==================== score_keeper
[config.mk]
export PLATFORM = sky130hd
export DESIGN_NAME = score_keeper
export DESIGN_NICKNAME = d
export VERILOG_FILES = /design/src/rtl/score_keeper.sv
export SDC_FILE = /design/constraint.sdc
export NUM_CORES = 1
export LEC_CHECK = 0
export CORE_MARGIN = 2
export CORE_UTILIZATION = 45
export CTS_CLUSTER_SIZE = 10
export DETAILED_ROUTE_END_ITERATION = 7
export GPL_ROUTABILITY_DRIVEN = 0
export PLACE_DENSITY = 0.63
export REMOVE_ABC_BUFFERS = 1
export SLEW_MARGIN = 20
export SYNTH_ARGS = -nofsm -noshare
export SYNTH_HDL_FRONTEND = slang
export SYNTH_SLANG_ARGS = --single-unit
[constraint.sdc]
create_clock -name clk -period 2.3 [get_ports clk]
set_input_delay 0.23 -clock clk [delete_from_list [all_inputs] [get_ports clk]]
set_output_delay 0.23 -clock clk [all_outputs]
set_load 0.005 [all_outputs]
[src/rtl/score_keeper.sv]
// score_keeper: turns two debounced push-button channels into per-player
// points, keeps the scores and detects the end of a game.
// Build option: define HOLD_RESTART_EN to let "both buttons held" in OVER
// restart the game exactly like new_game; undefined, only new_game restarts.
module score_keeper #(
  parameter int unsigned DEBOUNCE_CYCLES = 1000000,
  parameter int unsigned CNT_W           = 20,
  parameter int unsigned MAX_SCORE       = 9
) (
  input  logic       clk,
  input  logic       rst,
  input  logic [1:0] btn,
  input  logic       new_game,
  output logic [3:0] score_p1,
  output logic [3:0] score_p2,
  output logic [1:0] point_pulse,
  output logic       game_over,
  output logic [1:0] winner
);

  localparam int unsigned SCORE_W = 4;
  localparam logic [CNT_W-1:0]   CNT_LAST = CNT_W'(DEBOUNCE_CYCLES - 1);
  localparam logic [SCORE_W-1:0] MAX_S    = SCORE_W'(MAX_SCORE);

  typedef enum logic {
    PLAY = 1'b0,
    OVER = 1'b1
  } state_t;

  state_t             state;
  logic [1:0]         s1;
  logic [1:0]         s2;
  logic [1:0]         stable;
  logic [1:0]         stable_d;
  logic [CNT_W-1:0]   cnt [2];

  logic [1:0]         rise_c;
  logic [SCORE_W-1:0] p1_inc_c;
  logic [SCORE_W-1:0] p2_inc_c;
  logic [1:0]         reach_c;
  logic               restart_c;

  // Two-flop synchronizer for both button channels
  always_ff @(posedge clk) begin
    if (rst) begin
      s1 <= '0;
      s2 <= '0;
    end else begin
      s1 <= btn;
      s2 <= s1;
    end
  end

  // Debounce: a new level is accepted only after DEBOUNCE_CYCLES consecutive
  // disagreeing samples; any agreeing sample restarts the count
  always_ff @(posedge clk) begin
    if (rst) begin
      for (int i = 0; i < 2; i++) begin
        cnt[i] <= '0;
      end
      stable <= '0;
    end else begin
      for (int i = 0; i < 2; i++) begin
        if (s2[i] == stable[i]) begin
          cnt[i] <= '0;
        end else if (cnt[i] == CNT_LAST) begin
          stable[i] <= s2[i];
          cnt[i]    <= '0;
        end else begin
          cnt[i] <= cnt[i] + CNT_W'(1);
        end
      end
    end
  end

  // Delayed copy of the stable levels for rising-edge detection
  always_ff @(posedge clk) begin
    if (rst) begin
      stable_d <= '0;
    end else begin
      stable_d <= stable;
    end
  end

  // Press events, saturating score increments and restart request
  always_comb begin
    rise_c   = stable & ~stable_d;
    p1_inc_c = score_p1;
    p2_inc_c = score_p2;
    if (rise_c[0] && (score_p1 < MAX_S)) begin
      p1_inc_c = score_p1 + SCORE_W'(1);
    end
    if (rise_c[1] && (score_p2 < MAX_S)) begin
      p2_inc_c = score_p2 + SCORE_W'(1);
    end
    reach_c   = {(p2_inc_c == MAX_S), (p1_inc_c == MAX_S)};
    restart_c = new_game;
`ifdef HOLD_RESTART_EN
    if ((state == OVER) && (stable == 2'b11)) begin
      restart_c = 1'b1;
    end
`else
`endif
  end

  // Game FSM with registered scores, strobes and end-of-game flags
  always_ff @(posedge clk) begin
    if (rst) begin
      state       <= PLAY;
      score_p1    <= '0;
      score_p2    <= '0;
      point_pulse <= '0;
      game_over   <= 1'b0;
      winner      <= '0;
    end else begin
      point_pulse <= '0;
      case (state)
        PLAY: begin
          if (restart_c) begin
            score_p1 <= '0;
            score_p2 <= '0;
          end else begin
            point_pulse <= rise_c;
            score_p1    <= p1_inc_c;
            score_p2    <= p2_inc_c;
            if (|reach_c) begin
              state     <= OVER;
              game_over <= 1'b1;
              winner    <= reach_c;
            end
          end
        end
        OVER: begin
          if (restart_c) begin
            state     <= PLAY;
            score_p1  <= '0;
            score_p2  <= '0;
            game_over <= 1'b0;
            winner    <= '0;
          end
        end
        default: begin
          state <= PLAY;
        end
      endcase
    end
  end

endmodule

==================== prio_readout_ctrl
==> src/rtl/prio_readout_ctrl.sv <==
// Readout sequencer: pulse init, hold setup, then grant sel one unit at a time, lowest index first.
// All outputs registered; start in any state restarts the crossing, budget expiry truncates it.
module prio_readout_ctrl #(
  parameter int N            = 8,
  parameter int IDXW         = 3,
  parameter int SETUP_CYCLES = 2,
  parameter int MAX_CYCLES   = 64,
  parameter int CNTW         = 7
) (
  input  logic            clk,
  input  logic            rst_n,
  input  logic            start,
  input  logic [N-1:0]    has_dat,
  output logic            init_o,
  output logic            setup_o,
  output logic [N-1:0]    sel,
  output logic [IDXW-1:0] rd_idx,
  output logic            busy,
  output logic            done,
  output logic            truncated
);

  localparam int SW = $clog2(SETUP_CYCLES + 1);
  localparam logic [SW-1:0]   SETUP_LAST  = SW'(SETUP_CYCLES - 1);
  localparam logic [CNTW-1:0] BUDGET_LAST = (MAX_CYCLES == 0) ? '0 : CNTW'(MAX_CYCLES - 1);

  typedef enum logic [1:0] {IDLE, INIT, SETUP, READ} state_t;

  state_t          state_q, state_d;
  logic            init_q, init_d;
  logic            setup_q, setup_d;
  logic [N-1:0]    sel_q, sel_d;
  logic [IDXW-1:0] rd_idx_q, rd_idx_d;
  logic            busy_q, busy_d;
  logic            done_q, done_d;
  logic            trunc_q, trunc_d;
  logic [SW-1:0]   scnt_q, scnt_d;
  logic [CNTW-1:0] bcnt_q, bcnt_d;
  logic            arb;

  // Two's-complement trick isolates the lowest set request bit.
  function automatic logic [N-1:0] pick_lowest(input logic [N-1:0] req);
    return req & (~req + N'(1));
  endfunction

  function automatic logic [IDXW-1:0] encode(input logic [N-1:0] oh);
    logic [IDXW-1:0] r;
    r = '0;
    for (int i = 0; i < N; i++) begin
      if (oh[i]) r = r | IDXW'(i);
    end
    return r;
  endfunction

  always_comb begin
    state_d  = state_q;
    sel_d    = sel_q;
    done_d   = 1'b0;
    trunc_d  = trunc_q;
    scnt_d   = scnt_q;
    bcnt_d   = bcnt_q;
    arb      = 1'b0;
    rd_idx_d = (|sel_q) ? encode(sel_q) : rd_idx_q;

    if (start) begin
      state_d = INIT;
      sel_d   = '0;
      trunc_d = 1'b0;
    end else begin
      case (state_q)
        IDLE: ;
        INIT: begin
          state_d = SETUP;
          scnt_d  = SETUP_LAST;
        end
        SETUP: begin
          if (scnt_q == '0) begin
            bcnt_d = '0;
            arb    = 1'b1;
          end else begin
            scnt_d = scnt_q - SW'(1);
          end
        end
        READ: begin
          // Budget expiry wins over a grant that happens to finish on the same edge.
          if (MAX_CYCLES != 0 && bcnt_q == BUDGET_LAST) begin
            sel_d   = '0;
            done_d  = 1'b1;
            trunc_d = 1'b1;
            state_d = IDLE;
          end else begin
            bcnt_d = bcnt_q + CNTW'(1);
            arb    = ~|(has_dat & sel_q);
          end
        end
        default: state_d = IDLE;
      endcase
    end

    if (arb) begin
      sel_d = pick_lowest(has_dat);
      if (has_dat == '0) begin
        done_d  = 1'b1;
        state_d = IDLE;
      end else begin
        state_d = READ;
      end
    end

    init_d  = (state_d == INIT);
    setup_d = (state_d == INIT) || (state_d == SETUP);
    busy_d  = (state_d != IDLE);
  end

  always_ff @(posedge clk or negedge rst_n) begin
    if (!rst_n) begin
      state_q  <= IDLE;
      init_q   <= 1'b0;
      setup_q  <= 1'b0;
      sel_q    <= '0;
      rd_idx_q <= '0;
      busy_q   <= 1'b0;
      done_q   <= 1'b0;
      trunc_q  <= 1'b0;
      scnt_q   <= '0;
      bcnt_q   <= '0;
    end else begin
      state_q  <= state_d;
      init_q   <= init_d;
      setup_q  <= setup_d;
      sel_q    <= sel_d;
      rd_idx_q <= rd_idx_d;
      busy_q   <= busy_d;
      done_q   <= done_d;
      trunc_q  <= trunc_d;
      scnt_q   <= scnt_d;
      bcnt_q   <= bcnt_d;
    end
  end

  assign init_o    = init_q;
  assign setup_o   = setup_q;
  assign sel       = sel_q;
  assign rd_idx    = rd_idx_q;
  assign busy      = busy_q;
  assign done      = done_q;
  assign truncated = trunc_q;

endmodule
==> config.mk <==
export PLATFORM = sky130hd
export DESIGN_NAME = prio_readout_ctrl
export DESIGN_NICKNAME = d
export VERILOG_FILES = /design/src/rtl/prio_readout_ctrl.sv
export SDC_FILE = /design/constraint.sdc
export NUM_CORES = 1
export LEC_CHECK = 0
export CAP_MARGIN = 20
export CORE_MARGIN = 2
export CORE_UTILIZATION = 51
export DETAILED_ROUTE_END_ITERATION = 8
export PLACE_DENSITY = 0.83
export SETUP_SLACK_MARGIN = 0.1
export SLEW_MARGIN = 0
export SYNTH_ARGS = -nofsm -noshare
export SYNTH_HDL_FRONTEND = slang
export SYNTH_SLANG_ARGS = --single-unit
==> constraint.sdc <==
create_clock -name clk -period 2.45 [get_ports clk]
set_input_delay 0.49 -clock clk [delete_from_list [all_inputs] [get_ports clk]]
set_output_delay 0.49 -clock clk [all_outputs]
set_load 0.02 [all_outputs]
==================== instr_encode_loader
<file path="config.mk">
export PLATFORM = sky130hd
export DESIGN_NAME = instr_encode_loader
export DESIGN_NICKNAME = d
export VERILOG_FILES = /design/src/rtl/instr_encode_loader.sv
export SDC_FILE = /design/constraint.sdc
export NUM_CORES = 1
export LEC_CHECK = 0
export ABC_AREA = 1
export CAP_MARGIN = 25
export CORE_MARGIN = 2
export CORE_UTILIZATION = 40
export DETAILED_ROUTE_END_ITERATION = 10
export PLACE_DENSITY = 0.82
export SETUP_SLACK_MARGIN = 0.2
export SLEW_MARGIN = 5
export SYNTH_ARGS = -nofsm -noshare
export SYNTH_HDL_FRONTEND = slang
export SYNTH_SLANG_ARGS = --single-unit
</file>
<file path="constraint.sdc">
create_clock -name clk -period 1.6 [get_ports clk]
set_clock_uncertainty 0.05 [all_clocks]
set_input_delay 0.32 -clock clk [delete_from_list [all_inputs] [get_ports clk]]
set_output_delay 0.32 -clock clk [all_outputs]
set_load 0.005 [all_outputs]
</file>
<file path="src/rtl/instr_encode_loader.sv">
// instr_encode_loader: encodes RV32I field bundles into machine words and
// writes them to consecutive instruction-memory addresses per load session.
module instr_encode_loader #(
  parameter int ADDR_W = 8,
  parameter int DEPTH  = 256
) (
  input  logic              clk,
  input  logic              rst,
  input  logic              start,
  input  logic              finish,
  input  logic              in_valid,
  output logic              in_ready,
  input  logic [2:0]        fmt,
  input  logic [4:0]        rd,
  input  logic [4:0]        rs1,
  input  logic [4:0]        rs2,
  input  logic [2:0]        funct3,
  input  logic              funct7_5,
  input  logic [12:0]       imm,
  output logic              imem_we,
  output logic [ADDR_W-1:0] imem_addr,
  output logic [31:0]       imem_wdata,
  output logic [ADDR_W:0]   count,
  output logic              full,
  output logic              err,
  output logic              done
);
  typedef enum logic [1:0] {IDLE, RUN, DONE} state_t;
  localparam logic [ADDR_W:0] DEPTH_C = (ADDR_W+1)'(DEPTH);
  state_t state_q, state_d;
  logic [ADDR_W:0] count_q, count_d;
  logic [ADDR_W-1:0] addr_q, addr_d;
  logic [31:0] wdata_q, wdata_d, enc;
  logic err_q, err_d, we_q, we_d, legal, hs, imm_ok, shift;
  always_comb begin
    imm_ok = imm[12] == imm[11];
    shift  = funct3 == 3'b001 || funct3 == 3'b101;
    legal  = fmt == 3'd0 ? 1'b1
           : (fmt >= 3'd1 && fmt <= 3'd3) ? imm_ok
           : fmt == 3'd4 ? ~imm[0] : 1'b0;
    // Shift-immediates carry funct7 in the upper immediate bits and shamt below.
    enc = fmt == 3'd0 ? {1'b0, funct7_5, 5'b0, rs2, rs1, funct3, rd, 7'b0110011}
        : fmt == 3'd1 ? {shift ? {1'b0, funct7_5, 5'b0, imm[4:0]} : imm[11:0], rs1, funct3, rd, 7'b0010011}
        : fmt == 3'd2 ? {imm[11:0], rs1, 3'b010, rd, 7'b0000011}
        : fmt == 3'd3 ? {imm[11:5], rs2, rs1, 3'b010, imm[4:0], 7'b0100011}
        : fmt == 3'd4 ? {imm[12], imm[10:5], rs2, rs1, funct3, imm[4:1], imm[11], 7'b1100011}
        : 32'h0;
    in_ready = state_q == RUN && count_q < DEPTH_C;
    hs       = in_valid && in_ready;
  end
  always_comb begin
    state_d = state_q;
    count_d = count_q;
    err_d   = err_q;
    we_d    = 1'b0;
    addr_d  = addr_q;
    wdata_d = wdata_q;
    if (state_q != RUN && start) begin
      state_d = RUN;
      count_d = '0;
      err_d   = 1'b0;
    end else if (state_q == RUN) begin
      if (hs && legal) begin
        we_d    = 1'b1;
        addr_d  = count_q[ADDR_W-1:0];
        wdata_d = enc;
        count_d = count_q + 1'b1;
      end
      if (hs && !legal) err_d = 1'b1;
      if (finish) state_d = DONE;
    end
  end
  always_ff @(posedge clk or posedge rst) begin
    if (rst) begin
      state_q <= IDLE;
      count_q <= '0;
      err_q   <= 1'b0;
      we_q    <= 1'b0;
      addr_q  <= '0;
      wdata_q <= '0;
    end else begin
      state_q <= state_d;
      count_q <= count_d;
      err_q   <= err_d;
      we_q    <= we_d;
      addr_q  <= addr_d;
      wdata_q <= wdata_d;
    end
  end
  assign imem_we    = we_q;
  assign imem_addr  = addr_q;
  assign imem_wdata = wdata_q;
  assign count      = count_q;
  assign full       = count_q == DEPTH_C;
  assign err        = err_q;
  assign done       = state_q == DONE;
endmodule
</file>
==================== mux_sel_arbiter
### config.mk
export PLATFORM = sky130hd
export DESIGN_NAME = mux_sel_arbiter
export DESIGN_NICKNAME = d
export VERILOG_FILES = /design/src/rtl/mux_sel_arbiter_pkg.sv /design/src/rtl/mux_sel_arbiter_rr_pick.sv /design/src/rtl/mux_sel_arbiter.sv
export SDC_FILE = /design/constraint.sdc
export NUM_CORES = 1
export LEC_CHECK = 0
export CORE_AREA = 2 2 39 41
export DETAILED_ROUTE_END_ITERATION = 12
export DIE_AREA = 0 0 41 43
export GPL_ROUTABILITY_DRIVEN = 0
export PLACE_DENSITY = 0.67
export SYNTH_ARGS = -nofsm -noshare
export SYNTH_HDL_FRONTEND = slang
export SYNTH_SLANG_ARGS = --single-unit
### constraint.sdc
create_clock -name clk -period 1.4 [get_ports clk]
set_input_delay 0.28 -clock clk [delete_from_list [all_inputs] [get_ports clk]]
set_output_delay 0.28 -clock clk [all_outputs]
set_load 0.01 [all_outputs]
### src/rtl/mux_sel_arbiter_pkg.sv
// mux_sel_arbiter_pkg: shared widths and state encoding for the select arbiter and its helpers
package mux_sel_arbiter_pkg;
  localparam int SEL_W  = 2;
  localparam int NUM_IN = 4;
  typedef enum logic {
    ST_IDLE  = 1'b0,
    ST_GRANT = 1'b1
  } state_e;
endpackage

### src/rtl/mux_sel_arbiter_rr_pick.sv
// mux_sel_arbiter_rr_pick: combinational rotating-priority pick (rotate, priority-encode, un-rotate)
module mux_sel_arbiter_rr_pick
  import mux_sel_arbiter_pkg::*;
(
  input  logic [NUM_IN-1:0] req_i,
  input  logic [SEL_W-1:0]  ptr_i,
  output logic [SEL_W-1:0]  pick_o,
  output logic              any_o
);
  logic [2*NUM_IN-1:0] dbl;
  logic [NUM_IN-1:0]   rot;
  logic [SEL_W-1:0]    off;
  always_comb begin
    dbl = {req_i, req_i} >> ptr_i;
    rot = dbl[NUM_IN-1:0];
    off = '0;
    for (int k = NUM_IN - 1; k >= 0; k--)
      if (rot[k]) off = SEL_W'(k);
    pick_o = ptr_i + off;
    any_o  = |req_i;
  end
endmodule

### src/rtl/mux_sel_arbiter.sv
// mux_sel_arbiter: round-robin arbiter driving a registered sel bus with valid/ready and burst hold
module mux_sel_arbiter
  import mux_sel_arbiter_pkg::*;
#(
  parameter int MAX_BURST = 1,
  parameter int CNT_W     = 4
) (
  input  logic              clk,
  input  logic              rst,
  input  logic [NUM_IN-1:0] req,
  input  logic              out_ready,
  output logic [SEL_W-1:0]  sel,
  output logic              sel_valid,
  output logic              sel_last
);
  localparam logic [CNT_W-1:0] LAST_CNT = CNT_W'(MAX_BURST - 1);
  state_e           state_q, state_d;
  logic [SEL_W-1:0] sel_q, sel_d, ptr_q, ptr_d, pick_ptr, pick;
  logic [CNT_W-1:0] cnt_q, cnt_d;
  logic             last_q, last_d, any, hold;
  // In GRANT the pick is only used on rotation, where the pointer moves past the current winner.
  assign pick_ptr = (state_q == ST_GRANT) ? sel_q + 1'b1 : ptr_q;
  mux_sel_arbiter_rr_pick u_pick (
    .req_i  (req),
    .ptr_i  (pick_ptr),
    .pick_o (pick),
    .any_o  (any)
  );
  assign hold = req[sel_q] && (cnt_q < LAST_CNT);
  always_comb begin
    state_d = state_q;
    sel_d   = sel_q;
    ptr_d   = ptr_q;
    cnt_d   = cnt_q;
    last_d  = last_q;
    if (state_q == ST_IDLE) begin
      if (any) begin
        state_d = ST_GRANT;
        sel_d   = pick;
        cnt_d   = '0;
        last_d  = (LAST_CNT == '0);
      end
    end else if (out_ready) begin
      if (hold) begin
        cnt_d  = cnt_q + 1'b1;
        last_d = (cnt_q + 1'b1) == LAST_CNT;
      end else begin
        ptr_d   = sel_q + 1'b1;
        cnt_d   = '0;
        state_d = any ? ST_GRANT : ST_IDLE;
        sel_d   = any ? pick : sel_q;
        last_d  = any && (LAST_CNT == '0);
      end
    end
  end
  always_ff @(posedge clk or posedge rst) begin
    if (rst) begin
      state_q <= ST_IDLE;
      sel_q   <= '0;
      ptr_q   <= '0;
      cnt_q   <= '0;
      last_q  <= 1'b0;
    end else begin
      state_q <= state_d;
      sel_q   <= sel_d;
      ptr_q   <= ptr_d;
      cnt_q   <= cnt_d;
      last_q  <= last_d;
    end
  end
  assign sel       = sel_q;
  assign sel_valid = (state_q == ST_GRANT);
  assign sel_last  = last_q;
endmodule

==================== fetch_unit
<file path="config.mk">
export PLATFORM = sky130hd
export DESIGN_NAME = fetch_unit
export DESIGN_NICKNAME = d
export VERILOG_FILES = /design/src/rtl/fetch_unit.sv
export SDC_FILE = /design/constraint.sdc
export NUM_CORES = 1
export LEC_CHECK = 0
export ABC_AREA = 1
export CAP_MARGIN = 20
export CORE_ASPECT_RATIO = 1.1
export CORE_MARGIN = 2
export CORE_UTILIZATION = 50
export CTS_CLUSTER_DIAMETER = 40
export CTS_CLUSTER_SIZE = 10
export DETAILED_ROUTE_END_ITERATION = 8
export PLACE_DENSITY = 0.83
export SYNTH_ARGS = -nofsm -noshare
export SYNTH_HDL_FRONTEND = slang
export SYNTH_SLANG_ARGS = --single-unit
</file>
<file path="constraint.sdc">
create_clock -name i_clk -period 15.3 [get_ports i_clk]
set_input_delay 3.06 -clock i_clk [delete_from_list [all_inputs] [get_ports i_clk]]
set_output_delay 3.06 -clock i_clk [all_outputs]
set_load 0.03 [all_outputs]
</file>
<file path="src/rtl/fetch_unit.sv">
// -----------------------------------------------------------------------------
// fetch_unit
//   Instruction fetch controller on the consumer side of the pc register.
//   It reads the current pc and run flag, issues word reads to instruction
//   memory over a req/ack handshake, and buffers fetched words in a small FIFO
//   for decode. It also drives the next pc and run flag back into the pc
//   register, covering sequential +PC_STEP, redirect and halt.
//
//   Optional feature macro: FETCH_ALIGN_CHECK_EN
//     defined   : a misaligned redirect target (target[1:0] != 0) sets a sticky
//                 o_fault. The pc is not updated, the FIFO is flushed and the
//                 FSM enters HALTED.
//     undefined : target[1:0] is forced to 0 and o_fault stays 0.
//
//   Ports
//     i_clk, i_rst                  clock (rising edge) / async active-high reset
//     i_pc, i_run                   current pc and run flag from the pc register
//     o_pc_next, o_run_next         next pc (combinational) / run flag (registered)
//     o_mem_req, o_mem_addr         registered read request and word address
//     i_mem_ack, i_mem_data         read completion and returned instruction word
//     o_inst_valid, o_inst,
//     o_inst_pc, i_inst_ready       FIFO head towards decode (pop on valid&ready)
//     i_redirect, i_redirect_pc     single-cycle redirect pulse and its target
//     i_halt                        level request to stop fetching
//     o_fault                       sticky misaligned-redirect flag
// -----------------------------------------------------------------------------
module fetch_unit #(
    parameter int          DEPTH   = 2,
    parameter logic [31:0] PC_STEP = 32'd4
) (
    input  logic        i_clk,
    input  logic        i_rst,
    input  logic [31:0] i_pc,
    input  logic        i_run,
    output logic [31:0] o_pc_next,
    output logic        o_run_next,
    output logic        o_mem_req,
    output logic [31:0] o_mem_addr,
    input  logic        i_mem_ack,
    input  logic [31:0] i_mem_data,
    output logic        o_inst_valid,
    output logic [31:0] o_inst,
    output logic [31:0] o_inst_pc,
    input  logic        i_inst_ready,
    input  logic        i_redirect,
    input  logic [31:0] i_redirect_pc,
    input  logic        i_halt,
    output logic        o_fault
);

    localparam int              AW      = (DEPTH > 1) ? $clog2(DEPTH) : 1;
    localparam int              CW      = $clog2(DEPTH) + 1;
    localparam logic [CW-1:0]   DEPTH_C = CW'(DEPTH);

    typedef enum logic [1:0] {
        ST_IDLE   = 2'd0,
        ST_REQ    = 2'd1,
        ST_HALTED = 2'd2
    } state_t;

    state_t        state_r, state_s;
    logic          squash_r, squash_s;
    logic          req_s;
    logic [31:0]   addr_s;
    logic          fault_r;
    logic [31:0]   pc_next_s;
    logic          push_s, pop_s, flush_s;
    logic          misalign_s;
    logic [31:0]   target_s;

    logic [31:0]   fifo_pc_r   [DEPTH];
    logic [31:0]   fifo_inst_r [DEPTH];
    logic [AW-1:0] wr_ptr_r, rd_ptr_r, wr_ptr_s, rd_ptr_s;
    logic [CW-1:0] count_r, count_s;

`ifdef FETCH_ALIGN_CHECK_EN
    assign misalign_s = i_redirect && (i_redirect_pc[1:0] != 2'b00);
    assign target_s   = i_redirect_pc;
`else
    logic redirect_lsb_unused_s;
    assign redirect_lsb_unused_s = ^i_redirect_pc[1:0];
    assign misalign_s = 1'b0;
    assign target_s   = {i_redirect_pc[31:2], 2'b00};
`endif

    // Any redirect, aligned or not, throws away everything buffered.
    assign flush_s   = i_redirect;
    assign pop_s     = o_inst_valid && i_inst_ready;
    assign o_pc_next = pc_next_s;
    assign o_fault   = fault_r;
    assign o_inst    = fifo_inst_r[rd_ptr_r];
    assign o_inst_pc = fifo_pc_r[rd_ptr_r];

    // Next-state, request and next-pc decode for the fetch FSM.
    always_comb begin
        state_s   = state_r;
        squash_s  = squash_r;
        req_s     = o_mem_req;
        addr_s    = o_mem_addr;
        push_s    = 1'b0;
        pc_next_s = i_pc;
        case (state_r)
            ST_IDLE: begin
                if (misalign_s || i_halt) begin
                    state_s = ST_HALTED;
                end else if (i_run && !i_redirect && (count_r < DEPTH_C)) begin
                    // i_pc is stale in a redirect cycle, so issue only once it has settled.
                    state_s = ST_REQ;
                    req_s   = 1'b1;
                    addr_s  = {i_pc[31:2], 2'b00};
                end else begin
                    state_s = ST_IDLE;
                end
            end
            ST_REQ: begin
                if (misalign_s) begin
                    state_s  = ST_HALTED;
                    req_s    = 1'b0;
                    squash_s = 1'b0;
                end else if (i_mem_ack) begin
                    req_s    = 1'b0;
                    squash_s = 1'b0;
                    // A squashed or same-cycle-redirected ack belongs to a dead path.
                    if (!squash_r && !i_redirect) begin
                        push_s    = 1'b1;
                        pc_next_s = i_pc + PC_STEP;
                    end else begin
                        push_s = 1'b0;
                    end
                    state_s = i_halt ? ST_HALTED : ST_IDLE;
                end else if (i_redirect) begin
                    squash_s = 1'b1;
                end else begin
                    state_s = ST_REQ;
                end
            end
            ST_HALTED: begin
                req_s = 1'b0;
            end
            default: begin
                state_s  = ST_IDLE;
                req_s    = 1'b0;
                squash_s = 1'b0;
            end
        endcase
        // An aligned redirect overrides every other pc source.
        if (i_redirect && !misalign_s) begin
            pc_next_s = target_s;
        end else begin
            pc_next_s = pc_next_s;
        end
    end

    // FIFO pointer and occupancy update; flush wins over push/pop.
    always_comb begin
        wr_ptr_s = wr_ptr_r;
        rd_ptr_s = rd_ptr_r;
        count_s  = count_r;
        if (flush_s) begin
            wr_ptr_s = {AW{1'b0}};
            rd_ptr_s = {AW{1'b0}};
            count_s  = {CW{1'b0}};
        end else begin
            if (push_s) wr_ptr_s = wr_ptr_r + AW'(1);
            else        wr_ptr_s = wr_ptr_r;
            if (pop_s)  rd_ptr_s = rd_ptr_r + AW'(1);
            else        rd_ptr_s = rd_ptr_r;
            if (push_s && !pop_s)      count_s = count_r + CW'(1);
            else if (!push_s && pop_s) count_s = count_r - CW'(1);
            else                       count_s = count_r;
        end
    end

    // Control registers: FSM, squash, request, run flag, fault and FIFO state.
    always_ff @(posedge i_clk or posedge i_rst) begin
        if (i_rst) begin
            state_r      <= ST_IDLE;
            squash_r     <= 1'b0;
            o_mem_req    <= 1'b0;
            o_mem_addr   <= 32'h0000_0000;
            o_run_next   <= 1'b1;
            fault_r      <= 1'b0;
            wr_ptr_r     <= {AW{1'b0}};
            rd_ptr_r     <= {AW{1'b0}};
            count_r      <= {CW{1'b0}};
            o_inst_valid <= 1'b0;
        end else begin
            state_r      <= state_s;
            squash_r     <= squash_s;
            o_mem_req    <= req_s;
            o_mem_addr   <= addr_s;
            o_run_next   <= (state_s != ST_HALTED);
            fault_r      <= fault_r | misalign_s;
            wr_ptr_r     <= wr_ptr_s;
            rd_ptr_r     <= rd_ptr_s;
            count_r      <= count_s;
            o_inst_valid <= (count_s != {CW{1'b0}});
        end
    end

    // FIFO storage: write the accepted {pc, word} pair at the tail.
    always_ff @(posedge i_clk or posedge i_rst) begin
        if (i_rst) begin
            for (int i = 0; i < DEPTH; i++) begin
                fifo_pc_r[i]   <= 32'h0000_0000;
                fifo_inst_r[i] <= 32'h0000_0000;
            end
        end else if (push_s && !flush_s) begin
            fifo_pc_r[wr_ptr_r]   <= i_pc;
            fifo_inst_r[wr_ptr_r] <= i_mem_data;
        end else begin
            fifo_pc_r[wr_ptr_r]   <= fifo_pc_r[wr_ptr_r];
            fifo_inst_r[wr_ptr_r] <= fifo_inst_r[wr_ptr_r];
        end
    end

endmodule

</file>
==> score_keeper/closeup.png <==
Scale bar: 5 µm. Window x 34 to 54, y 51 to 71 µm. Cells in gray, sequential cells in the stronger gray; small squares are vias.
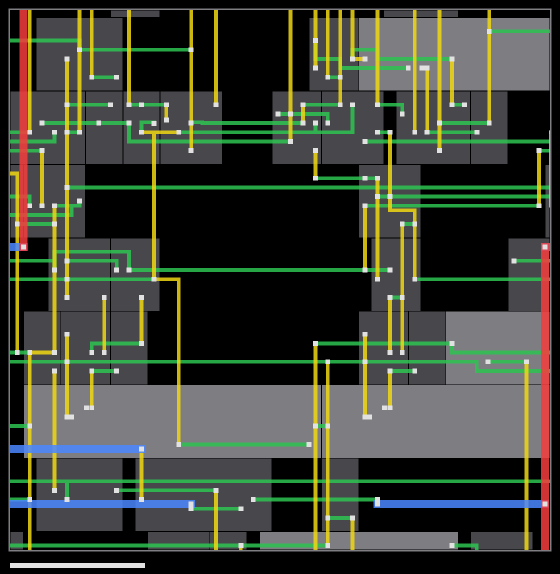
M3: in blue. M1: in green. M4: in red. M2: in yellow.
Netlist names of flops here include `cnt` (3), `s2` (1). 27 logic cells have their middle in the window. Most frequent: conb_1 (4). Sequential cells in the window: 4.

==> impl_metrics.py, score_keeper <==
# Physical implementation metrics
metrics = {
    "worst_setup_path": {
        "worst-r2r-cell-count": 5,
        "timing.critical_path.from_type": "flop",
        "arrival_ns": 2.12,
        "r2r_end": "cnt[0][2]",
        "cell_type_of_the_slowest_stage_on_the_worst_timing_path": "or4b_2",
    },
    "placement": {
        "dp_hpwl_um": 4030,
    },
    "layout": {
        "syn_to_final_growth_pct": 20.3,
        "finish.net_count": 386,
        "seqAreaFraction_pct": 43.3,
        "layout_top_cell": "nor2_1",
    },
    "route": {
        "route.layer.met1.wl_um": 2910,
        "dr.pass1.iters": 4,
        "starting_drt_drc_count": 96,
    },
    "yosys": {
        "synth_async_sr_flop_share_pct": 0,
        "synth_top_cells_by_count": "nor2_1 (41), edfxtp_1 (40), dfxtp_1 (22), xnor2_1 (21), a21oi_1 (19)",
        "syn-cell-area_um2": 3150,
        "synth.top_cells.by_area": "edfxtp_1 (38%), dfxtp_1 (14%), xnor2_1 (5.8%)",
        "cell_accounting_for_the_most_synthesized_area": "edfxtp_1",
    },
    "grt": {
        "grt_use_met1_pct": 21.8,
        "total_congestion_overflow": 0,
        "grt_use_met3_pct": 3.77,
    },
    "power": {
        "combinationalPowerShare_pct": 3.7,
    },
    "clock_network": {
        "cts_resized": 0,
    },
    "status": {
        "status": "completed",
    },
    "final_timing": {
        "worst_hold_slack_across_all_endpoints_ns": 0.433,
    },
    "job": {
        "warning_count": 27,
    },
}
==> score_keeper: power groups by stage <==
stage                     sequential, µW  clock (µW)  combinational, µW
after global routing                1260        1020               99.8
after CTS                           1250         969               84.4
after global placement              1270           0               83.3
after floorplan                     1270           0               59.8
final                               1250         936               85.1
after detailed placement            1280           0               83.6
==> score_keeper: registers in the layout (all words and copies together) (netlist names) <==
| name | flops |
|---|---|
| cnt | 40 |
| score_p1 | 4 |
| score_p2 | 4 |
| point_pulse | 2 |
| s1 | 2 |
| s2 | 2 |
| stable | 2 |
| stable_d | 2 |
| winner | 2 |
| game_over | 1 |
| state | 1 |
==> score_keeper: per-stage QoR <==
step / cell area, µm² / TNS [ns]
final: 3790 / 0
after global routing: 3790 / 0
after CTS: 3790 / 0
after detailed placement: 3590 / 0
after global placement: 3590 / 0
after floorplan: 3270 / -0.408
==> score_keeper: logic make-up after synthesis <==
| logic type | count (synthesis) | synth area share (%) |
|---|---|---|
| buf+inv | 25 | 3.14 |
| other cells | 1 | 0.119 |
| mux | 4 | 1.27 |
| compound gates | 46 | 9.10 |
| fa+ha+maj | 6 | 2.38 |
| flops | 62 | 52.1 |
| xor+xnor | 28 | 7.78 |
| simple gates | 138 | 24.1 |
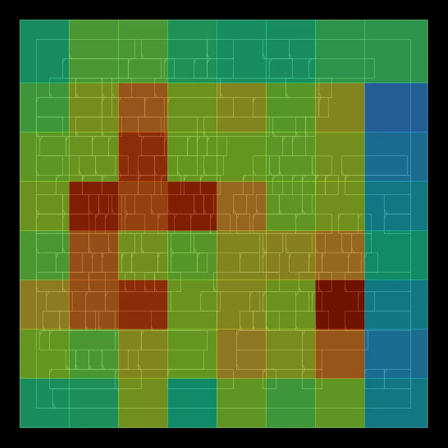
(prio_readout_ctrl/congestion_map.png)
global-route track usage on met1: 26.1%
share of the core filled with cells: 67.2%

==> impl_metrics.py, prio_readout_ctrl <==
# Physical implementation metrics
metrics = {
    "grt": {
        "total_congestion_overflow": 0,
        "groute.usage.overall_pct": 21.3,
    },
    "floorplanning": {
        "tap-cell-count": 31,
        "die_w_um": 57.1,
        "design.portCount": 27,
    },
    "power": {
        "power.switching_fraction_pct": 37.3,
        "net_switching_power_figure_uw": 554,
        "seqPwrFrac_pct": 44.1,
        "combinationalPowerShare_pct": 43.4,
        "power.static_leakage_uw": 0.000783,
    },
    "worst_setup_path": {
        "timing.critical_path.from_type": "flop",
        "r2r_end": "setup_o",
    },
    "clock_network": {
        "clockRootBuffer": "clkbuf_4",
        "clock_tree.buffer_depth": 2,
        "clkSinkCount": 27,
        "clock_latency_ns": 0.32,
        "cts_tree": "done",
    },
    "yosys": {
        "yosys.stat.chipArea_um2": 1440,
        "synthXorXnorAreaFrac_pct": 0,
        "post_synth.cell_area_avg_um2": 9.66,
        "synth.top_cells.by_area": "dfrtp_1 (47%), nand2_1 (5.7%), mux2i_1 (5.6%)",
        "synth_top_cells_by_count": "dfrtp_1 (27), nand2_1 (22), nor2_1 (9), mux2i_1 (8)",
        "yosys.area_share.simple_pct": 25.0,
    },
    "route": {
        "route.vias.total": 1296,
        "wl_per_cell_um": 15.0,
        "drt.antenna.violating_nets": 0,
    },
    "worst_hold_path": {
        "worstHoldPathCells": 2,
    },
    "layout": {
        "finish.net_count": 200,
        "inverters_non_clock": 7,
        "buf_share_pct": 18.8,
        "layout_cell_share_with_drive_strength_beyond_1_pct": 12.0,
        "final-comb-area_um2": 709,
    },
    "final_timing": {
        "hold_violations": 0,
        "setup_viol_count_final": 0,
        "max-slew-margin-rel_pct": 60.5,
        "finClkSkew_ns": 0.00239,
    },
    "placement": {
        "detailedPlace.worstSlack_ns": 0.0175,
        "gp_congestion": 0.812,
    },
    "job": {
        "cap_violations": 0,
    },
    "status": {
        "status": "completed",
    },
}
prio_readout_ctrl: critical path, cell delays in order (launching register included):
cell and delay [ns]:
dfrtp_1 0.42, ha_1 0.20, nand3_1 0.18, o311ai_2 0.46, o22ai_1 0.24, a31o_2 0.29
ha_1 0.29
prio_readout_ctrl: power groups by stage:
stage          sequential (µW)  combinational (µW)  clock, µW
2_1_floorplan              697                 352          0
3_3_place_gp               655                 615          0
3_5_place_dp               663                 641          0
4_1_cts                    654                 644        193
5_1_grt                    670                 711        209
6_report                   654                 644        186
prio_readout_ctrl: metrics by stage:
| stage | cells | total power, µW | util [%] |
|---|---|---|---|
| after global placement | 211 | 1270 | 66.2 |
| after global routing | 215 | 1590 | 67.2 |
| after CTS | 215 | 1490 | 67.2 |
| final | 215 | 1480 | 67.2 |
| after detailed placement | 211 | 1300 | 66.2 |
| after floorplan | 149 | 1050 | - |
prio_readout_ctrl: layer usage:
metal,vias up,track usage (%),part of all wire [%]
met2,48,37.8,50
met4,0,9.63,2.7
li1,622,-,-
met5,-,0,0
met3,11,2.27,4.8
met1,615,26.1,43
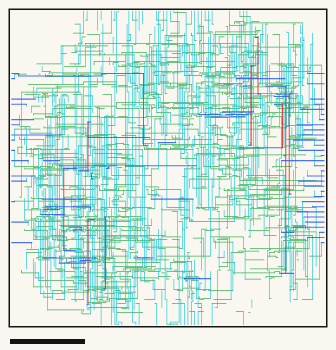
(instr_encode_loader/layers.png)
Scale bar: 20 µm.
M1: in green, wire length 3500 µm. M4: in red, wire length 219 µm. M3: in blue, wire length 476 µm. M2: in cyan, wire length 5210 µm.
Wirelength per Cell: 16.2 µm
routed vias: 3044
DRT Wirelength: 9410 µm
aggregate global-route resource usage: 24.6%

==> impl_metrics.py, instr_encode_loader <==
# Physical implementation metrics
metrics = {
    "final_timing": {
        "hold_violations": 0,
        "final.min_clock_period_ns": 1.82,
        "setup_viol_count_final": 16,
        "final_worst_path_setup_slack_ns": -0.216,
    },
    "route": {
        "routed.top_layer": "met4",
    },
    "layout": {
        "seqCellArea_um2": 1250,
        "flop-count": 50,
        "final-instance-count-excl-fill": 582,
        "inverters_non_clock": 33,
    },
    "worst_setup_path": {
        "critical-path-max-stage-delay_ns": 0.41,
        "cell_type_of_the_slowest_stage_on_the_worst_timing_path": "dfrtp_1",
    },
    "status": {
        "failing_checks": "setup timing",
        "status": "finished, violations left",
    },
    "placement": {
        "detailedPlace.worstSlack_ns": -0.328,
    },
    "clock_network": {
        "clkSinkCount": 50,
        "postCtsHoldBufs": 0,
    },
    "yosys": {
        "synth.top_cells.by_area": "dfrtp_1 (49%), nand2_1 (18%), nand3_1 (5.9%)",
        "synth_top_cells_by_count": "nand2_1 (120), dfrtp_1 (50), inv_1 (32), nand3_1 (30), nor2_1 (21)",
        "synth_async_sr_flop_share_pct": 100,
        "postSynthRegisterBits": 50,
    },
    "job": {
        "cap_violations": 0,
    },
    "grt": {
        "grt_use_met3_pct": 3.96,
    },
    "floorplanning": {
        "dieArea_um2": 7020,
    },
}
instr_encode_loader: critical path: cells and delay by family (launching register included):
| family | cells | cell delay (ns) |
|---|---|---|
| buf+inv | 2 | 0.27 |
| simple gates | 2 | 0.34 |
| flops | 1 | 0.41 |
| fa+ha+maj | 1 | 0.13 |
instr_encode_loader: power by group:
| part | total (µW) | switching, µW | leakage [µW] | internal (µW) |
|---|---|---|---|---|
| registers | 2020 | 322 | 0.000655 | 1700 |
| clock network | 706 | 403 | 0.0000383 | 303 |
| logic | 3210 | 1440 | 0.00185 | 1770 |
| total | 5940 | 2170 | 0.00255 | 3770 |
instr_encode_loader: path summary, 6_finish.rpt:
kind                                     start             end  slack (ns)  depth (start not counted)
worst max-delay path                  count[0]            full       -0.22                          5
worst min-delay path                       rst    imem_addr[5]        0.38                          3
worst max register to register      state_q[1]  imem_wdata[27]       -0.06                          8
worst min register to register  imem_wdata[19]  imem_wdata[19]        0.44                          2
max in group asynchronous                  rst   imem_wdata[6]        0.89                          3
min in group clk                imem_wdata[19]  imem_wdata[19]        0.44                          2
instr_encode_loader: state kept, by name, summed over array words and instances (netlist names):
name / count
state_q: 2
err: 1
imem_we: 1
count: 9
imem_addr: 8
imem_wdata: 29
==> fetch_unit/gates.png <==
Scale bar: 50 µm.
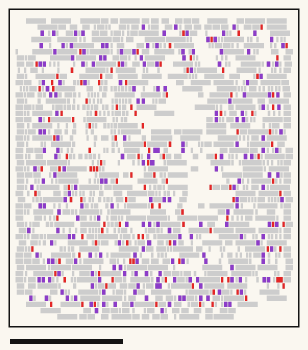
inv cells: in red, cells 124, where spread over the die. aoi and oai cells: in purple, cells 211, where spread over the die.
tally of non-filler cells in the final layout: 1541
leading cell type in the layout, fill and taps excluded: nand2_1
multi-input combinational area share: 30.3%

==> impl_metrics.py, fetch_unit <==
# Physical implementation metrics
metrics = {
    "yosys": {
        "postSynthRegisterBits": 168,
        "synth_async_sr_flop_share_pct": 100,
        "synth-seq-area-share_pct": 50.4,
        "cell_accounting_for_the_most_synthesized_area": "dfrtp_1",
        "yosys.stat.chipArea_um2": 8340,
    },
    "job": {
        "cap_violations": 0,
    },
    "clock_network": {
        "cts_tree": "done",
        "clockRootBuffer": "clkbuf_16",
        "ctsHtreeMaxLevel": 4,
    },
    "worst_setup_path": {
        "timing.reg2reg.setup_slack_ns": 12.95,
        "critical-path-top-delay-family": "buffers and inverters",
        "crit_path_end": "o_pc_next[18]",
        "critical-path-max-stage-delay_ns": 0.70,
        "worst_setup_path_class": "in2out",
    },
    "route": {
        "route.final.wire_length_um": 23800,
        "drcViolationCount": 0,
        "starting_drt_drc_count": 588,
    },
    "final_timing": {
        "finClkSkew_ns": 0.0105,
        "hold_violations": 0,
    },
    "layout": {
        "layout_cell_share_with_drive_strength_beyond_1_pct": 4.04,
        "antenna_cells_inserted": 0,
    },
    "status": {
        "status": "completed",
    },
    "worst_hold_path": {
        "min-delay-start": "fifo_inst_r[9]",
    },
}
## fetch_unit: report_power, final
part | switching, µW | internal [µW]
Sequential | 9.03 | 462
Combinational | 132 | 85.9
Clock | 191 | 237
Total | 332 | 785
## fetch_unit: stage by stage
| step | util [%] | total power (µW) | setup WS [ns] | hold slack (ns) |
|---|---|---|---|---|
| finish | 68.8 | 1120 | 6.33 | 0.473 |
| global route | 68.8 | 1160 | 6.14 | 0.494 |
| CTS | 68.8 | 1120 | 6.31 | 0.475 |
| detailed placement | 65.2 | 697 | 6.34 | 0.458 |
| global placement | 65.2 | 695 | 6.36 | 0.453 |
| floorplan | - | 592 | 7.69 | 0.442 |
## fetch_unit: per-layer routing
layer | global-route usage [%] | wire, µm
met5 | 0 | 11
met4 | 9.31 | 512
met3 | 6.69 | 1610
met2 | 47.7 | 11700
met1 | 34.6 | 9970
## fetch_unit: layout make-up
cell class | instances | area, µm²
inverters | 124 | 470
clock buffers | 19 | 453
clock inverters | 13 | 131
fillers | 1397 | 5110
flip-flops and latches | 168 | 4210
multi-input cells | 777 | 3410
repair buffers | 236 | 2340
well taps | 204 | 255
==> mux_sel_arbiter/port_trees.png <==
Scale bar: 10 µm.
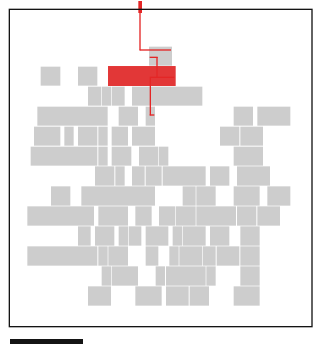
`sel_last`: in red, direction output, end cells 1, buffers 1, wire 21.7 µm.
number of buffers inserted by port buffering: 10
Ports: 11

==> mux_sel_arbiter/gates.png <==
Scale bar: 10 µm.
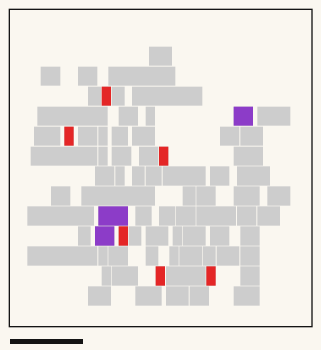
inv cells: in red, cells 6. and/or cells: in purple, cells 3.
multi-input combinational area share: 41.0%
leading cell type in the layout, fill and taps excluded: buf_4
tally of non-filler cells in the final layout: 93

==> impl_metrics.py, mux_sel_arbiter <==
# Physical implementation metrics
metrics = {
    "worst_setup_path": {
        "critical-path-top-delay-family": "AND-OR/OR-AND gates",
        "timing.reg2reg.setup_slack_ns": -0.02,
        "cell_type_of_the_slowest_stage_on_the_worst_timing_path": "dfrtp_2",
        "crit_path_end": "sel[0]",
    },
    "floorplanning": {
        "die_y_um": 43,
        "init_core_util_pct": 30.7,
        "dieArea_um2": 1760,
    },
    "route": {
        "route.vias.total": 515,
    },
    "grt": {
        "total_congestion_overflow": 0,
    },
    "status": {
        "failing_checks": "setup timing",
        "status": "finished, violations left",
    },
    "final_timing": {
        "number_of_pins_with_negative_max_slew_slack_in_the_final_report": 0,
        "grt_setup_unrepaired": "yes",
        "final_worst_path_setup_slack_ns": -0.0157,
        "setup_viol_count_final": 1,
        "worst_hold_slack_across_all_endpoints_ns": 0.255,
    },
    "yosys": {
        "ys_warn_count": 0,
        "post_synth_ao_oa_area_fraction_pct": 35.1,
        "synthTopLogicFamily": "AND-OR/OR-AND gates",
        "synth-seq-area-share_pct": 35.4,
    },
    "power": {
        "pg_clk_uw": 159,
        "seq_cell_power_uw": 325,
        "seqPwrFrac_pct": 30.1,
        "max_power_group": "combinational logic",
    },
    "job": {
        "warning_count": 27,
    },
    "clock_network": {
        "clkSinkCount": 6,
    },
}
==> mux_sel_arbiter: Yosys cell counts (all sizes together) <==
cell type,count,area share (%)
a211o,1,2.1
o21ai,5,5.9
nor4,1,1.5
nor2,5,4.4
a41oi,1,3.8
a31oi,2,2.9
nand3,1,1.2
o22ai,1,1.5
buf,1,1.2
a2bb2oi,1,2.1
o221ai,1,2.1
a311oi,1,2.1
a21o,2,3.5
nor3,1,1.2
nand2,4,3.5
nand3b,1,1.8
xnor2,1,3.8
dfrtp,6,35
or2b,3,5.6
a221o,1,2.4
a31o,1,2.1
inv,6,5.3
a21oi,4,4.7
==> mux_sel_arbiter: final cells by class <==
class	count	area [µm²]
Fill cell	133	667
Multi-Input combinational cell	38	294
Timing Repair Buffer	24	204
Sequential cell	6	154
Clock buffer	3	22.5
Inverter	6	22.5
Tap cell	16	20.0
==> mux_sel_arbiter: placed cells by master (no fill, tap or decap), drive strengths merged, types with 3 or more instances in the layout <==
master	synthesis	routed
inv	6	6
nor2	5	5
dlygate4sd2	0	6
dfrtp	6	6
a21oi	4	4
clkbuf	0	3
or2b	3	3
buf	1	14
o21ai	5	5
nand2	4	4
clkdlybuf4s50	0	3

==> gallery <==
Sequential cells colored by netlist name.
(a)
Scale bar: 20 µm. Other sequential cells in the stronger gray, the rest of the logic in the fainter gray.
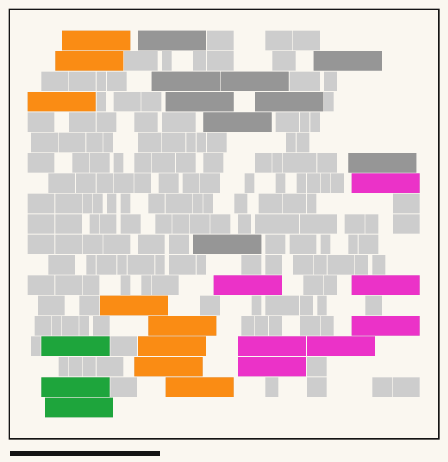
(b)
Scale bar: 20 µm. Other sequential cells in the stronger gray, the rest of the logic in the fainter gray.
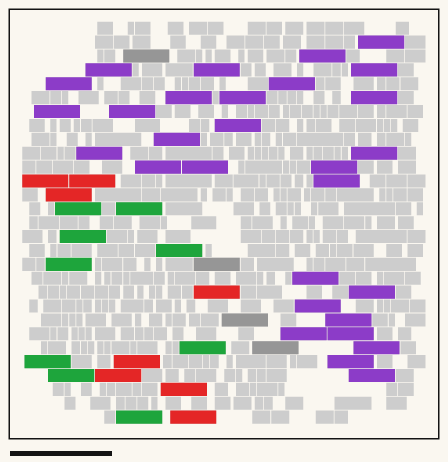
(c)
Scale bar: 50 µm. Other sequential cells in the stronger gray, the rest of the logic in the fainter gray.
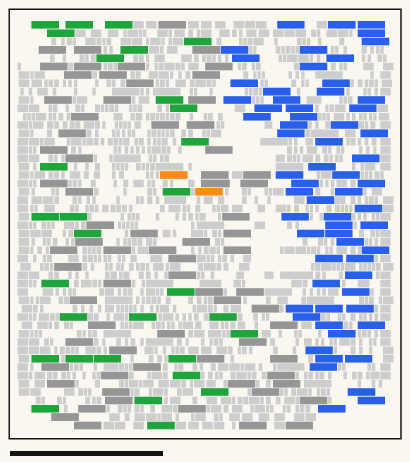
(d)
Scale bar: 20 µm. Other sequential cells in the stronger gray, the rest of the logic in the fainter gray.
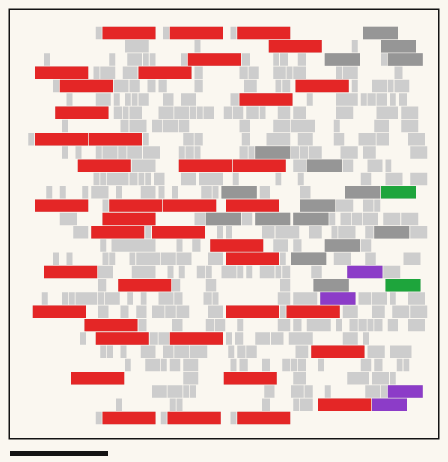
instr_encode_loader is (b).
score_keeper is (d).
fetch_unit is (c).
prio_readout_ctrl is (a).
- fewest sequential cells: (a)
- most sequential cells: (c)

Key to (a):
`bcnt_q`: in magenta, placed flops 7, where bottom right. `sel`: in orange, placed flops 8. `rd_idx`: in green, placed flops 3.


==================== sram_dualport_latency_n
File: src/rtl/sram_dualport_latency_n.sv
`default_nettype none
// ============================================================================
// Module   : sram_dualport_latency_n
// Brief    : Dual-port SRAM model with byte-lane writes, configurable read
//            latency, read-during-write policy and a read sideband tag.
//            Optional per-lane even parity when SRAM_PARITY_EN is defined.
// Revision : 1.0 - initial release
// ============================================================================
module sram_dualport_latency_n #(
    parameter int WIDTH    = 32,
    parameter int DEPTH    = 16,
    parameter int ADDR_W   = $clog2(DEPTH),
    parameter int LATENCY  = 3,
    parameter int RDW_MODE = 0,
    parameter int TAG_W    = 4
) (
    input  logic                     clk_i,
    input  logic                     rst_i,
    input  logic                     wen_i,
    input  logic [WIDTH/8-1:0]       wbe_i,
    input  logic [ADDR_W-1:0]        waddr_i,
    input  logic [WIDTH-1:0]         data_i,
    input  logic                     ren_i,
    input  logic [ADDR_W-1:0]        raddr_i,
    input  logic [TAG_W-1:0]         rtag_i,
    output logic [WIDTH-1:0]         data_o,
    output logic [TAG_W-1:0]         rtag_o,
    output logic                     vld_o,
    output logic                     err_o
);

    localparam int LANES = WIDTH / 8;
    localparam logic [ADDR_W:0] c_DEPTH = (ADDR_W + 1)'(DEPTH);

    logic             w_wr_ok;
    logic             w_rd_ok;
    logic             w_same;
    logic [WIDTH-1:0] w_rd_word;
    logic [LANES-1:0] w_lane_err;
    logic             w_rd_err;

    // Addresses at or beyond DEPTH drop writes and read back as zero.
    assign w_wr_ok  = wen_i && ({1'b0, waddr_i} < c_DEPTH);
    assign w_rd_ok  = ({1'b0, raddr_i} < c_DEPTH);
    assign w_same   = w_wr_ok && (waddr_i == raddr_i);
    assign w_rd_err = |w_lane_err;

    // Each byte lane owns its own storage so lane enables map to independent
    // write ports, and the read-during-write bypass is decided per lane.
    for (genvar k = 0; k < LANES; k++) begin : g_lane
        logic [7:0] r_mem [DEPTH];
        logic [7:0] w_old;
        logic       w_fwd;

        always_ff @(posedge clk_i) begin
            if (w_wr_ok && wbe_i[k]) begin
                r_mem[waddr_i] <= data_i[8*k +: 8];
            end
        end

        assign w_old = w_rd_ok ? r_mem[raddr_i] : 8'h00;
        assign w_fwd = (RDW_MODE == 1) && w_same && wbe_i[k];
        assign w_rd_word[8*k +: 8] = w_fwd ? data_i[8*k +: 8] : w_old;

`ifdef SRAM_PARITY_EN
        logic r_par [DEPTH];
        logic w_par;

        always_ff @(posedge clk_i) begin
            if (w_wr_ok && wbe_i[k]) begin
                r_par[waddr_i] <= ^data_i[8*k +: 8];
            end
        end

        // Forwarded bytes carry freshly computed parity, so only stored
        // (possibly corrupted) bytes can flag an error.
        assign w_par = w_fwd   ? ^data_i[8*k +: 8] :
                       w_rd_ok ? r_par[raddr_i]    : 1'b0;
        assign w_lane_err[k] = w_par ^ (^w_rd_word[8*k +: 8]);
`else
        assign w_lane_err[k] = 1'b0;
`endif
    end

    // Read pipeline: stage 0 is the array output register, stage LATENCY-1
    // drives the outputs. Payload stages only load behind a valid bit so the
    // outputs hold the last returned read while idle.
    logic [LATENCY-1:0] r_vld;
    logic [WIDTH-1:0]   r_data [LATENCY];
    logic [TAG_W-1:0]   r_tag  [LATENCY];
    logic [LATENCY-1:0] r_err;

    always_ff @(posedge clk_i) begin
        if (rst_i) begin
            r_vld <= '0;
            r_err <= '0;
            for (int i = 0; i < LATENCY; i++) begin
                r_data[i] <= '0;
                r_tag[i]  <= '0;
            end
        end else begin
            r_vld[0] <= ren_i;
            if (ren_i) begin
                r_data[0] <= w_rd_word;
                r_tag[0]  <= rtag_i;
                r_err[0]  <= w_rd_err;
            end
            for (int i = 1; i < LATENCY; i++) begin
                r_vld[i] <= r_vld[i-1];
                if (r_vld[i-1]) begin
                    r_data[i] <= r_data[i-1];
                    r_tag[i]  <= r_tag[i-1];
                    r_err[i]  <= r_err[i-1];
                end
            end
        end
    end

    assign data_o = r_data[LATENCY-1];
    assign rtag_o = r_tag[LATENCY-1];
    assign vld_o  = r_vld[LATENCY-1];
    assign err_o  = r_err[LATENCY-1];

endmodule
`default_nettype wire

File: config.mk
export PLATFORM = sky130hd
export DESIGN_NAME = sram_dualport_latency_n
export DESIGN_NICKNAME = d
export VERILOG_FILES = /design/src/rtl/sram_dualport_latency_n.sv
export SDC_FILE = /design/constraint.sdc
export NUM_CORES = 1
export LEC_CHECK = 0
export CORE_ASPECT_RATIO = 0.8
export CORE_MARGIN = 2
export CORE_UTILIZATION = 55
export DETAILED_ROUTE_END_ITERATION = 10
export DONT_BUFFER_PORTS = 1
export PLACE_DENSITY = 0.7
export SETUP_SLACK_MARGIN = 0.02
export SLEW_MARGIN = 15
export SYNTH_ARGS = -nofsm -noshare
export SYNTH_HDL_FRONTEND = slang
export SYNTH_SLANG_ARGS = --single-unit
File: constraint.sdc
create_clock -name clk_i -period 2.1 [get_ports clk_i]
set_clock_uncertainty 0.1 [all_clocks]
set_input_delay 0.315 -clock clk_i [delete_from_list [all_inputs] [get_ports clk_i]]
set_output_delay 0.315 -clock clk_i [all_outputs]
set_load 0.05 [all_outputs]
==> sram_dualport_latency_n/congestion_map.png <==
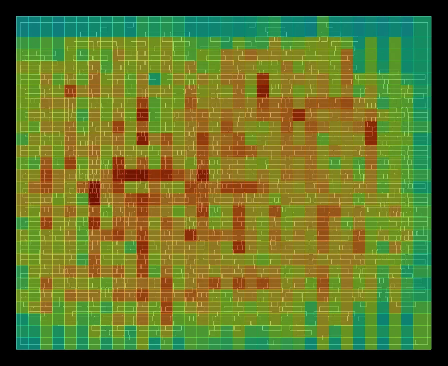
most congested layer reported by global routing: met1
Wirelength per Cell: 25.7 µm

[state kept, by name, summed over array words and instances, names as in the netlist]
| register | cells |
|---|---|
| g_lane.r_mem | 512 |
| r_data | 96 |
| r_tag | 12 |
| r_vld | 3 |
[critical path: stages, from the launching register on]
cell,delay (ns)
edfxtp_1,0.37
mux4_2,0.46
nor2b_1,0.14
a211oi_1,0.22
a211oi_1,0.08
buf_4,0.14
[cell usage in the layout (no fill, tap or decap), drive strengths merged, types with 13 or more instances in the layout]
| cell type | count |
|---|---|
| nand2 | 13 |
| and2 | 76 |
| clkinv | 23 |
| nor2b | 27 |
| a21oi | 13 |
| a211oi | 37 |
| nor2 | 67 |
| buf | 73 |
| edfxtp | 620 |
| mux2 | 14 |
| dlygate4sd3 | 42 |
| mux2i | 33 |
| o21ai | 13 |
| clkbuf | 68 |
| mux4 | 126 |
[routing by layer]
metal / wire, µm / track usage (%) / up-vias
li1: - / - / 4799
met1: 20800 / 32.6 / 5645
met2: 21600 / 32.2 / 430
met3: 4230 / 5.76 / 70
met4: 776 / 4.71 / 2
met5: 7 / 0 / -
==> impl_metrics.py <==
# Physical implementation metrics
metrics = {
    "final_timing": {
        "period_used_pct": 83.1,
        "max_freq_mhz": 573,
    },
    "status": {
        "status": "completed",
    },
    "layout": {
        "layout_cell_share_with_drive_strength_beyond_1_pct": 23.5,
        "antenna_cells_inserted": 5,
        "final-comb-area_um2": 4800,
        "comb_cells": 438,
    },
    "placement": {
        "gp_congestion": 0.771,
    },
    "worst_hold_path": {
        "worstHoldPathCells": 2,
    },
    "yosys": {
        "ys_warn_count": 0,
        "synth.top_cells.by_area": "edfxtp_1 (77%), mux4_2 (12%), and2_1 (2.0%)",
        "synth_top_cells_by_count": "edfxtp_1 (620), mux4_2 (125), and2_1 (76), nor2_1 (67), buf_4 (49)",
    },
    "worst_setup_path": {
        "arrival_ns": 2.01,
    },
    "job": {
        "warning_count": 32,
    },
    "route": {
        "route.vias.total": 10900,
    },
    "clock_network": {
        "numCtsBuffers": 58,
        "cts_tree": "done",
        "clkSinkCount": 623,
    },
}


==> gallery <==
A small window of the routed layout.
panel A
Scale bar: 5 µm. Window x 10 to 30, y 20 to 40 µm. Cells in gray, sequential cells in the stronger gray; small squares are vias.
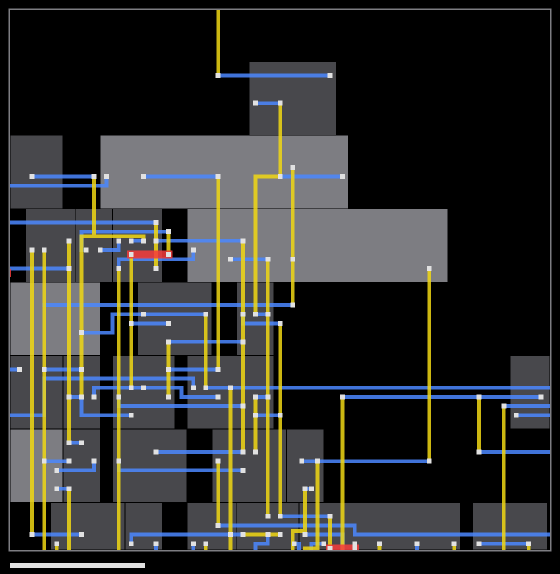
panel B
Scale bar: 5 µm. Window x 109 to 129, y 124 to 144 µm. Cells in gray, sequential cells in the stronger gray; small squares are vias.
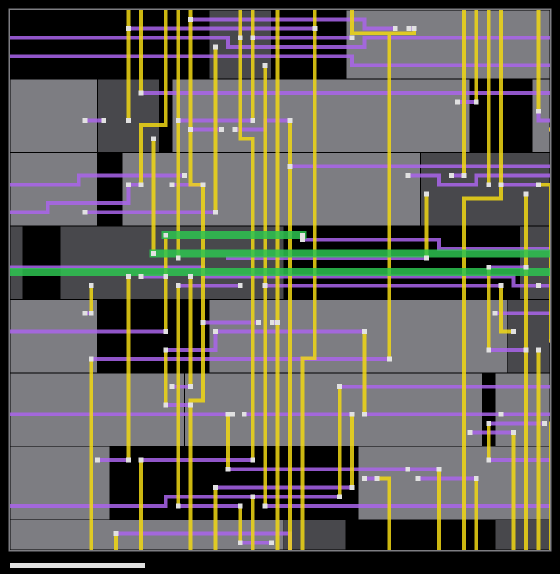
panel C
Scale bar: 5 µm. Window x 32 to 52, y 49 to 69 µm. Cells in gray, sequential cells in the stronger gray; small squares are vias.
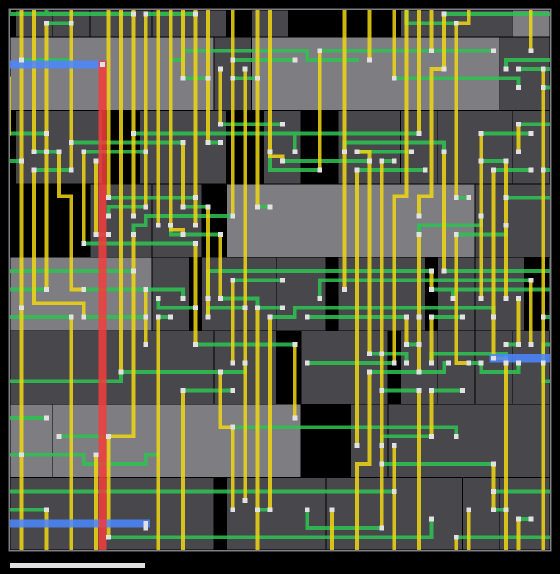
panel D
Scale bar: 5 µm. Window x 54 to 74, y 88 to 108 µm. Cells in gray, sequential cells in the stronger gray; small squares are vias.
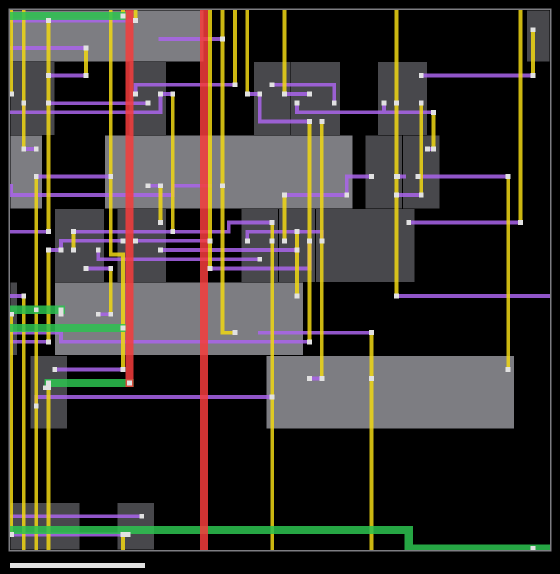
panel E
Scale bar: 5 µm. Window x 19 to 39, y 30 to 50 µm. Cells in gray, sequential cells in the stronger gray; small squares are vias.
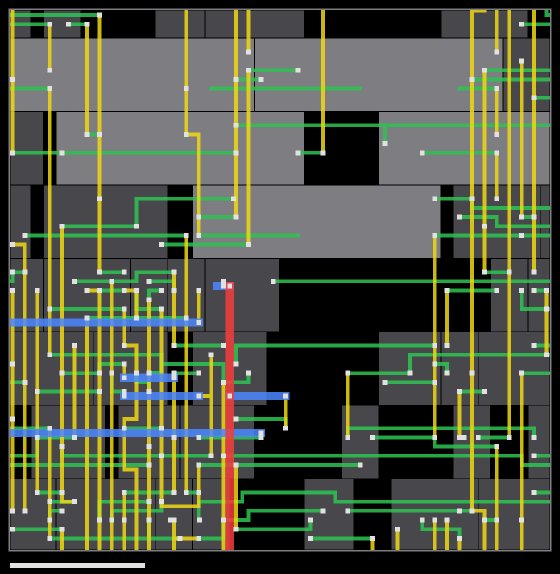
For fetch_unit, see panel D.
For sram_dualport_latency_n, see panel B.
For prio_readout_ctrl, see panel E.
For instr_encode_loader, see panel C.
For mux_sel_arbiter, see panel A.
- smallest die: panel A
- largest die: panel B

Key to panel B:
M3: in green. M2: in yellow. M1: in purple.
Sequential cells in the window: 7. Most frequent: edfxtp_1 (7), and2_1 (2), mux4_2 (2). 11 logic cells have their middle in the window. Netlist names of flops here include `g_lane.r_mem` (7).

Power and IR drop assume default switching activity.
